==================== javk_alu_ctrl
javk_alu_ctrl/placement.png
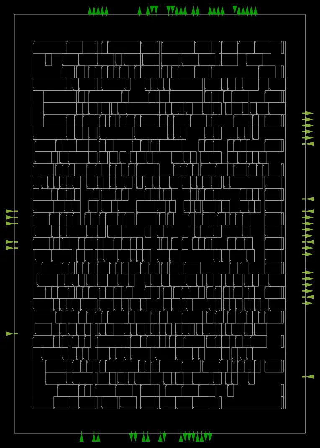

==> src/rtl/javk_alu_ctrl.sv <==
// JAVK execution/control core: instruction decoder, 8-bit ALU and flag register.
// Latency: decode strobes are combinational (0 cycles); alu_out/flags/alu_clk register 1 cycle after an ALU instruction.
// Backpressure: none; one instruction is consumed per clock from instr, and the CPU top sequences the instruction stream.
module javk_alu_ctrl (
    input  logic       clk,
    input  logic       rst,
    input  logic [7:0] instr,
    input  logic [7:0] a,
    input  logic [7:0] b,
    output logic [7:0] alu_out,
    output logic       alu_clk,
    output logic [3:0] flags,
    output logic [2:0] alu_op,
    output logic [3:0] alu_shamt,
    output logic [3:0] reg_sel,
    output logic       nibble_read,
    output logic       nibble_hl,
    output logic [3:0] nibble_out,
    output logic       mva,
    output logic       fetch,
    output logic       we,
    output logic [3:0] addr_offset,
    output logic       mvb,
    output logic [1:0] reg16_dst,
    output logic [1:0] reg16_src,
    output logic       jmp,
    output logic       jpl,
    output logic       branch
);

    // ALU operation codes (instr[6:4] of a 0ooo rrrr instruction)
    localparam logic [2:0] OP_ADD = 3'd0;
    localparam logic [2:0] OP_SUB = 3'd1;
    localparam logic [2:0] OP_AND = 3'd2;
    localparam logic [2:0] OP_OR  = 3'd3;
    localparam logic [2:0] OP_XOR = 3'd4;
    localparam logic [2:0] OP_SHL = 3'd5;
    localparam logic [2:0] OP_SHR = 3'd6;
    localparam logic [2:0] OP_CMP = 3'd7;

    // Flag bit positions inside {V,N,C,Z}
    localparam int FL_Z = 0;
    localparam int FL_C = 1;
    localparam int FL_N = 2;
    localparam int FL_V = 3;

    // Upper-nibble instruction groups for the non-ALU half of the opcode map
    localparam logic [3:0] GRP_NIB_L = 4'h8;
    localparam logic [3:0] GRP_NIB_H = 4'h9;
    localparam logic [3:0] GRP_MVA   = 4'hA;
    localparam logic [3:0] GRP_LOAD  = 4'hB;
    localparam logic [3:0] GRP_STORE = 4'hC;
    localparam logic [3:0] GRP_MVB   = 4'hD;
    localparam logic [3:0] GRP_JMP   = 4'hE;
    localparam logic [3:0] GRP_JPL   = 4'hF;

    logic [7:0] r_alu_out;
    logic [3:0] r_flags;
    logic       r_alu_clk;

    logic       w_is_alu;
    logic       w_alu_wr;
    logic       w_alu_cmp;
    logic [8:0] w_sum;
    logic [8:0] w_diff;
    logic [8:0] w_shl;
    logic [8:0] w_shr;
    logic [7:0] w_result;
    logic       w_c;
    logic       w_v;
    logic [3:0] w_new_flags;
    logic       w_cond;

    // Bit fields are passed through unconditionally; consumers qualify them with the strobes.
    assign alu_op      = instr[6:4];
    assign alu_shamt   = instr[3:0];
    assign reg_sel     = instr[3:0];
    assign nibble_out  = instr[3:0];
    assign addr_offset = instr[3:0];
    assign reg16_dst   = instr[3:2];
    assign reg16_src   = instr[1:0];

    assign w_is_alu  = ~instr[7];
    assign w_alu_wr  = w_is_alu && (alu_op != OP_CMP);
    assign w_alu_cmp = w_is_alu && (alu_op == OP_CMP);

    // Decode the instruction group into one-hot datapath strobes; reset silences them all.
    always_comb begin
        nibble_read = 1'b0;
        nibble_hl   = 1'b0;
        mva         = 1'b0;
        fetch       = 1'b0;
        we          = 1'b0;
        mvb         = 1'b0;
        jmp         = 1'b0;
        jpl         = 1'b0;
        if (!rst) begin
            case (instr[7:4])
                GRP_NIB_L, GRP_NIB_H: begin
                    nibble_read = 1'b1;
                    nibble_hl   = instr[4];
                end
                GRP_MVA:   mva = 1'b1;
                GRP_LOAD:  fetch = 1'b1;
                GRP_STORE: begin
                    fetch = 1'b1;
                    we    = 1'b1;
                end
                GRP_MVB:   mvb = 1'b1;
                GRP_JMP:   jmp = 1'b1;
                GRP_JPL:   jpl = 1'b1;
                default: ;
            endcase
        end
    end

    // Evaluate the jump condition code against the registered flags.
    always_comb begin
        w_cond = 1'b0;
        case (instr[3:0])
            4'd0:    w_cond = 1'b1;
            4'd1:    w_cond = r_flags[FL_Z];
            4'd2:    w_cond = ~r_flags[FL_Z];
            4'd3:    w_cond = r_flags[FL_C];
            4'd4:    w_cond = ~r_flags[FL_C];
            4'd5:    w_cond = r_flags[FL_N];
            4'd6:    w_cond = ~r_flags[FL_N];
            4'd7:    w_cond = r_flags[FL_V];
            4'd8:    w_cond = ~r_flags[FL_V];
            default: w_cond = 1'b0;
        endcase
    end

    // jmp/jpl are already zero in reset and for non-jump instructions.
    assign branch = (jmp | jpl) & w_cond;

    // Nine-bit datapaths: bit 8 of add/sub is carry/borrow. For the shifts the
    // extra bit catches the last bit shifted out; shifting by 9..15 empties both
    // the result and that bit, which gives result=0, C=0 without special casing.
    assign w_sum  = {1'b0, a} + {1'b0, b};
    assign w_diff = {1'b0, a} - {1'b0, b};
    assign w_shl  = {1'b0, a} << alu_shamt;
    assign w_shr  = {a, 1'b0} >> alu_shamt;

    // Select the ALU result plus carry and overflow for the decoded operation.
    always_comb begin
        w_result = 8'h00;
        w_c      = 1'b0;
        w_v      = 1'b0;
        case (alu_op)
            OP_ADD: begin
                w_result = w_sum[7:0];
                w_c      = w_sum[8];
                w_v      = (a[7] == b[7]) && (w_sum[7] != a[7]);
            end
            OP_SUB, OP_CMP: begin
                w_result = w_diff[7:0];
                w_c      = w_diff[8];
                w_v      = (a[7] != b[7]) && (w_diff[7] != a[7]);
            end
            OP_AND: w_result = a & b;
            OP_OR:  w_result = a | b;
            OP_XOR: w_result = a ^ b;
            OP_SHL: begin
                w_result = w_shl[7:0];
                w_c      = w_shl[8];
            end
            OP_SHR: begin
                w_result = w_shr[8:1];
                w_c      = w_shr[0];
            end
            default: ;
        endcase
    end

    assign w_new_flags = {w_v, w_result[7], w_c, (w_result == 8'h00)};

    // Register the ALU result and flags; CMP only touches flags and never pulses alu_clk.
    always_ff @(posedge clk) begin
        if (rst) begin
            r_alu_out <= 8'h00;
            r_flags   <= 4'h0;
            r_alu_clk <= 1'b0;
        end else if (w_alu_wr) begin
            r_alu_out <= w_result;
            r_flags   <= w_new_flags;
            r_alu_clk <= 1'b1;
        end else if (w_alu_cmp) begin
            r_flags   <= w_new_flags;
            r_alu_clk <= 1'b0;
        end else begin
            r_alu_clk <= 1'b0;
        end
    end

    assign alu_out = r_alu_out;
    assign flags   = r_flags;
    assign alu_clk = r_alu_clk;

endmodule

==> config.mk <==
export PLATFORM = sky130hd
export DESIGN_NAME = javk_alu_ctrl
export DESIGN_NICKNAME = d
export VERILOG_FILES = /design/src/rtl/javk_alu_ctrl.sv
export SDC_FILE = /design/constraint.sdc
export NUM_CORES = 1
export LEC_CHECK = 0
export ABC_AREA = 1
export CAP_MARGIN = 10
export CORE_ASPECT_RATIO = 1.5
export CORE_MARGIN = 4
export CORE_UTILIZATION = 54
export DETAILED_ROUTE_END_ITERATION = 10
export GPL_TIMING_DRIVEN = 1
export PLACE_DENSITY = 0.88
export SYNTH_ARGS = -nofsm -noshare
export SYNTH_HDL_FRONTEND = slang
export SYNTH_SLANG_ARGS = --single-unit
==> constraint.sdc <==
create_clock -name clk -period 6.65 [get_ports clk]
set_input_delay 1.995 -clock clk [delete_from_list [all_inputs] [get_ports clk]]
set_output_delay 1.995 -clock clk [all_outputs]
set_load 0.01 [all_outputs]
==================== comparator_sar_search
<file path="src/rtl/comparator_sar_search.sv">
// Successive-approximation search that drives a probe into a comparator and narrows [lo,hi] until equal.
// Optional COMPARATOR_SETTLE_EN inserts a one-cycle SETTLE state after every probe update.
module comparator_sar_search #(
  parameter int WIDTH = 4
) (
  input  logic             clk,
  input  logic             rst,
  input  logic             start,
  output logic [WIDTH-1:0] probe,
  input  logic             equal,
  input  logic             less_than,
  input  logic             greater_than,
  output logic             busy,
  output logic             done,
  output logic             found,
  output logic             error,
  output logic [WIDTH-1:0] result,
  output logic [1:0]       dbg_state
);

  localparam int IW = $clog2(WIDTH + 3);
  localparam logic [IW-1:0]    ITER_MAX = IW'(WIDTH + 1);
  localparam logic [IW-1:0]    ITER_ONE = IW'(1);
  localparam logic [WIDTH-1:0] ONE      = WIDTH'(1);

  typedef enum logic [1:0] {
    S_IDLE   = 2'd0,
    S_EVAL   = 2'd1
`ifdef COMPARATOR_SETTLE_EN
    ,S_SETTLE = 2'd2
`endif
  } state_t;

  state_t           state, state_n;
  logic [WIDTH-1:0] lo, hi, lo_n, hi_n, nlo, nhi;
  logic [WIDTH-1:0] probe_n, result_n;
  logic [IW-1:0]    iter, iter_n;
  logic             busy_n, done_n, found_n, error_n;
  logic             upd, fin;
  logic [WIDTH:0]   mid_w;
  logic [2:0]       flags;

  assign dbg_state = state;
  assign flags     = {equal, less_than, greater_than};

  // Handshake: start is taken only in IDLE and not while done is high; busy rises the
  // cycle after an accepted start and falls together with the single-cycle done pulse.
  always_comb begin
    state_n  = state;
    lo_n     = lo;
    hi_n     = hi;
    probe_n  = probe;
    iter_n   = iter;
    result_n = result;
    busy_n   = busy;
    done_n   = 1'b0;
    found_n  = found;
    error_n  = error;
    nlo      = lo;
    nhi      = hi;
    upd      = 1'b0;
    fin      = 1'b0;
    mid_w    = '0;
    case (state)
      S_IDLE: begin
        if (start && !done) begin
          nlo      = '0;
          nhi      = '1;
          upd      = 1'b1;
          iter_n   = ITER_ONE;
          busy_n   = 1'b1;
          found_n  = 1'b0;
          error_n  = 1'b0;
          result_n = '0;
        end
      end
      S_EVAL: begin
        case (flags)
          3'b100: begin
            result_n = probe;
            found_n  = 1'b1;
            fin      = 1'b1;
          end
          3'b010: begin
            // Bound check before probe-1 so the range never wraps below lo.
            if (probe == lo || iter == ITER_MAX) begin
              error_n = 1'b1;
              fin     = 1'b1;
            end else begin
              nhi    = probe - ONE;
              upd    = 1'b1;
              iter_n = iter + ITER_ONE;
            end
          end
          3'b001: begin
            if (probe == hi || iter == ITER_MAX) begin
              error_n = 1'b1;
              fin     = 1'b1;
            end else begin
              nlo    = probe + ONE;
              upd    = 1'b1;
              iter_n = iter + ITER_ONE;
            end
          end
          default: begin
            error_n = 1'b1;
            fin     = 1'b1;
          end
        endcase
      end
`ifdef COMPARATOR_SETTLE_EN
      S_SETTLE: state_n = S_EVAL;
`endif
      default: state_n = S_IDLE;
    endcase

    // Midpoint at WIDTH+1 bits so hi=max cannot overflow.
    mid_w = {1'b0, nlo} + (({1'b0, nhi} - {1'b0, nlo}) >> 1);

    if (fin) begin
      done_n  = 1'b1;
      busy_n  = 1'b0;
      state_n = S_IDLE;
    end
    if (upd) begin
      lo_n    = nlo;
      hi_n    = nhi;
      probe_n = mid_w[WIDTH-1:0];
`ifdef COMPARATOR_SETTLE_EN
      state_n = S_SETTLE;
`else
      state_n = S_EVAL;
`endif
    end
  end

  always_ff @(posedge clk) begin
    if (rst) begin
      state  <= S_IDLE;
      lo     <= '0;
      hi     <= '0;
      probe  <= '0;
      iter   <= '0;
      result <= '0;
      busy   <= 1'b0;
      done   <= 1'b0;
      found  <= 1'b0;
      error  <= 1'b0;
    end else begin
      state  <= state_n;
      lo     <= lo_n;
      hi     <= hi_n;
      probe  <= probe_n;
      iter   <= iter_n;
      result <= result_n;
      busy   <= busy_n;
      done   <= done_n;
      found  <= found_n;
      error  <= error_n;
    end
  end

endmodule

</file>
<file path="config.mk">
export PLATFORM = sky130hd
export DESIGN_NAME = comparator_sar_search
export DESIGN_NICKNAME = d
export VERILOG_FILES = /design/src/rtl/comparator_sar_search.sv
export SDC_FILE = /design/constraint.sdc
export NUM_CORES = 1
export LEC_CHECK = 0
export CAP_MARGIN = 20
export CORE_UTILIZATION = 30
export DETAILED_ROUTE_END_ITERATION = 16
export GPL_ROUTABILITY_DRIVEN = 1
export HOLD_SLACK_MARGIN = 0.05
export PLACE_DENSITY = 0.6
export SLEW_MARGIN = 20
export SYNTH_ARGS = -nofsm -noshare
export SYNTH_HDL_FRONTEND = slang
export SYNTH_SLANG_ARGS = --single-unit
</file>
<file path="constraint.sdc">
create_clock -name clk -period 4.88 [get_ports clk]
set_clock_uncertainty 0.15 [all_clocks]
set_input_delay 0.488 -clock clk [delete_from_list [all_inputs] [get_ports clk]]
set_output_delay 0.488 -clock clk [all_outputs]
set_load 0.005 [all_outputs]
</file>
comparator_sar_search/placement_by_type.png
The bar under the picture is 20 um long.
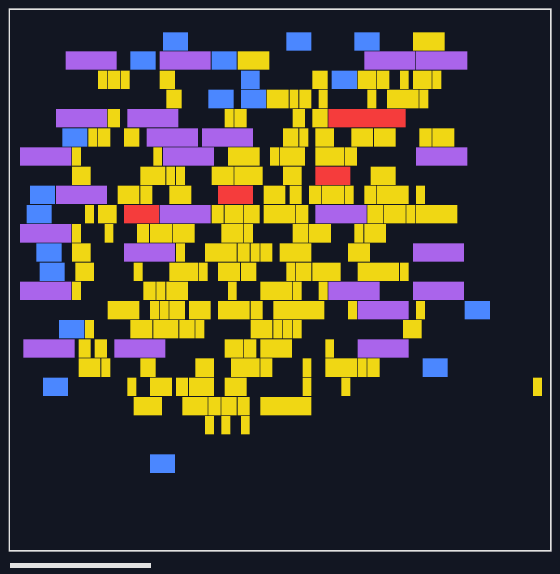
colour	class	cells	share of their area
blue	remaining buffers and delay cells	19	10%
purple	sequential cells	24	26%
red	clock drivers and dummy loads	4	3.9%
yellow	combinational and other logic	163	60%

==> results.sh, comparator_sar_search <==
# implementation run metrics
export IMPL_async_flop_share_pct=0
export IMPL_syn_nets=216
export IMPL_numPortBuffers=18
export IMPL_report_final_hold_viol_count=0
export IMPL_yosys_mux_area_fraction_pct=1.28
export IMPL_seq_power_share_pct=40.9
export IMPL_finalWeightedCongestion=0.845
export IMPL_cts_max_path_buffers=2
export IMPL_final_core_util_pct=36.9
export IMPL_vdd_ir_drop_worst_v=0.000206
export IMPL_combPwrFrac_pct=27.4
export IMPL_post_place_ws_ns=0.636
export IMPL_most_common_layout_cells="24 x sky130_fd_sc_hd__nor2_1, 24 x sky130_fd_sc_hd__dfxtp_1, 18 x sky130_fd_sc_hd__clkdlybuf4s50_1"
export IMPL_crit_buf_inv=2
export IMPL_crit_chain="clkdlybuf4s50_1 -> nor2b_1 -> and3_2 -> and3_1 -> a31oi_1 -> inv_1 -> fa_1 -> xnor2_1 -> ha_1 -> a21o_1 -> maj3_1 -> a21oi_1 -> a2111o_1 -> nand2_1"
export IMPL_max_cap_viol_count=0
export IMPL_critPathKind="primary input to flip-flop"
export IMPL_met1_usage_pct=19.3
export IMPL_worstReg2RegEnd="probe[3]$_SDFFE_PP0P_"
export IMPL_post_cts_repair_setup_buffers=0
export IMPL_htree_num_levels=1
export IMPL_run_status="complete, no violations"
export IMPL_area_dominant_class="multi-input combinational cells"
export IMPL_initialDrtViolationCount=62
export IMPL_power_consumed_by_combinational_cells_mw=0.153
export IMPL_timing_critical_path_to="probe[3]$_SDFFE_PP0P_"
export IMPL_placed_cells=276
export IMPL_synthTopLogicFamily="simple AND/OR/NAND/NOR gates"
export IMPL_synth_cell_area_um2=1670
export IMPL_routed_wl_met2_um=1710
export IMPL_dieHeight_um=76.5
export IMPL_cp_data_required_time_ns=4.90
export IMPL_finalNonFillerCells=280
==> comparator_sar_search: registers in the layout (all words and copies together) (netlist names) <==
name and flops:
result 4, dbg_state 1, probe 4, iter 3
done 1, lo 4, error 1, busy 1
found 1, hi 4
==> comparator_sar_search: cells by family after synthesis <==
| logic type | count (synthesis) |
|---|---|
| compound gates | 38 |
| xor+xnor | 15 |
| fa+ha+maj | 12 |
| buf+inv | 28 |
| flops | 24 |
| mux | 2 |
| other cells | 1 |
| simple gates | 79 |
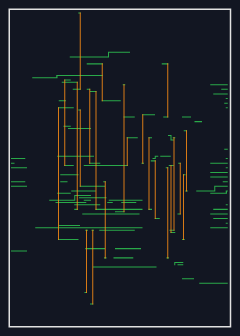
javk_alu_ctrl/wires.png
Two of the layers only.
colour	layer	wire length
green	metal 3	441 um
orange	metal 4	515 um

Notes on javk_alu_ctrl/placement.png above:
std cell rows: 30
Std-Cell Core Area: 4580 um^2
Layout Utilization: 70.0%
sequential share of cell area: 8.12%

==> results.sh, javk_alu_ctrl <==
# implementation run metrics
export IMPL_run_status="complete, no violations"
export IMPL_synthTopLogicFamily="simple AND/OR/NAND/NOR gates"
export IMPL_detailroute_via_count=3195
export IMPL_drive_above_1_share_pct=3.14
export IMPL_crit_buf_inv=3
export IMPL_ys_area_um2=2600
export IMPL_finalInstanceArea_um2=3210
export IMPL_worst_slew_pin_transition_ns=0.617
export IMPL_rsz_0062_raised_after_global_routing="no"
export IMPL_antennaDiodeCount=0
export IMPL_ios=71
export IMPL_synth_cell_type_count=35
export IMPL_layout_area_overhead_vs_synth_pct=23.1
export IMPL_seq_power_share_pct=24.0
export IMPL_r2r_slack_ns=5.96
export IMPL_worstRegToRegCells=2
export IMPL_share_of_synthesized_cell_area_in_and_or_nand_and_nor_gates_pct=45.6
export IMPL_power_density_nw_per_um2=114
export IMPL_postRouteAntennaNets=0
export IMPL_worstSetupStartpointType="primary input"
export IMPL_nets=564
export IMPL_design_die_area_um2=6020
export IMPL_compound_area_share_pct=11.4
export IMPL_detail_route_first_pass_iterations=5
export IMPL_route_detailed_vias_per_inst=5.57
export IMPL_crit_top_cell="sky130_fd_sc_hd__clkdlybuf4s50_1"
export IMPL_syn_inst=469
export IMPL_post_layout_total_power_mw=0.366
export IMPL_syn_nets=522
export IMPL_finalWeightedCongestion=1.03
export IMPL_finalCriticalPeriod_ns=6.08
export IMPL_detailroute_wirelength_met3_um=441
-- javk_alu_ctrl: sequential cells by signal (all words and copies together) (netlist names) --
register	count
alu_clk	1
alu_out	8
flags	4
-- javk_alu_ctrl: cells in the final DEF (no fill, tap or decap), drive strengths merged, types with 2 or more instances in the layout --
cell	n
a21oi	21
buf	3
clkbuf	4
clkdlybuf4s50	70
dfxtp	13
fa	2
ha	25
inv	62
nand2	148
nand3	60
nand4	7
nor2	50
nor3	7
o211ai	6
o21ai	18
or2	2
xor2	2


==> layout pictures side by side <==
Clock network drawn from the DEF.
The bar under the picture is 20 um long.
(a)
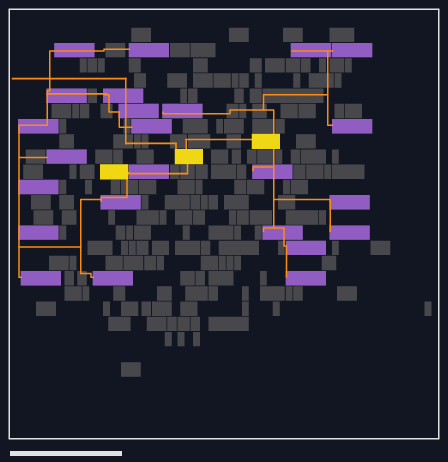
(b)
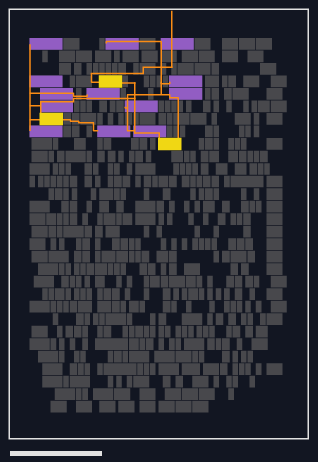
For javk_alu_ctrl, see (b).
For comparator_sar_search, see (a).
Of these, most sequential cells: (a)

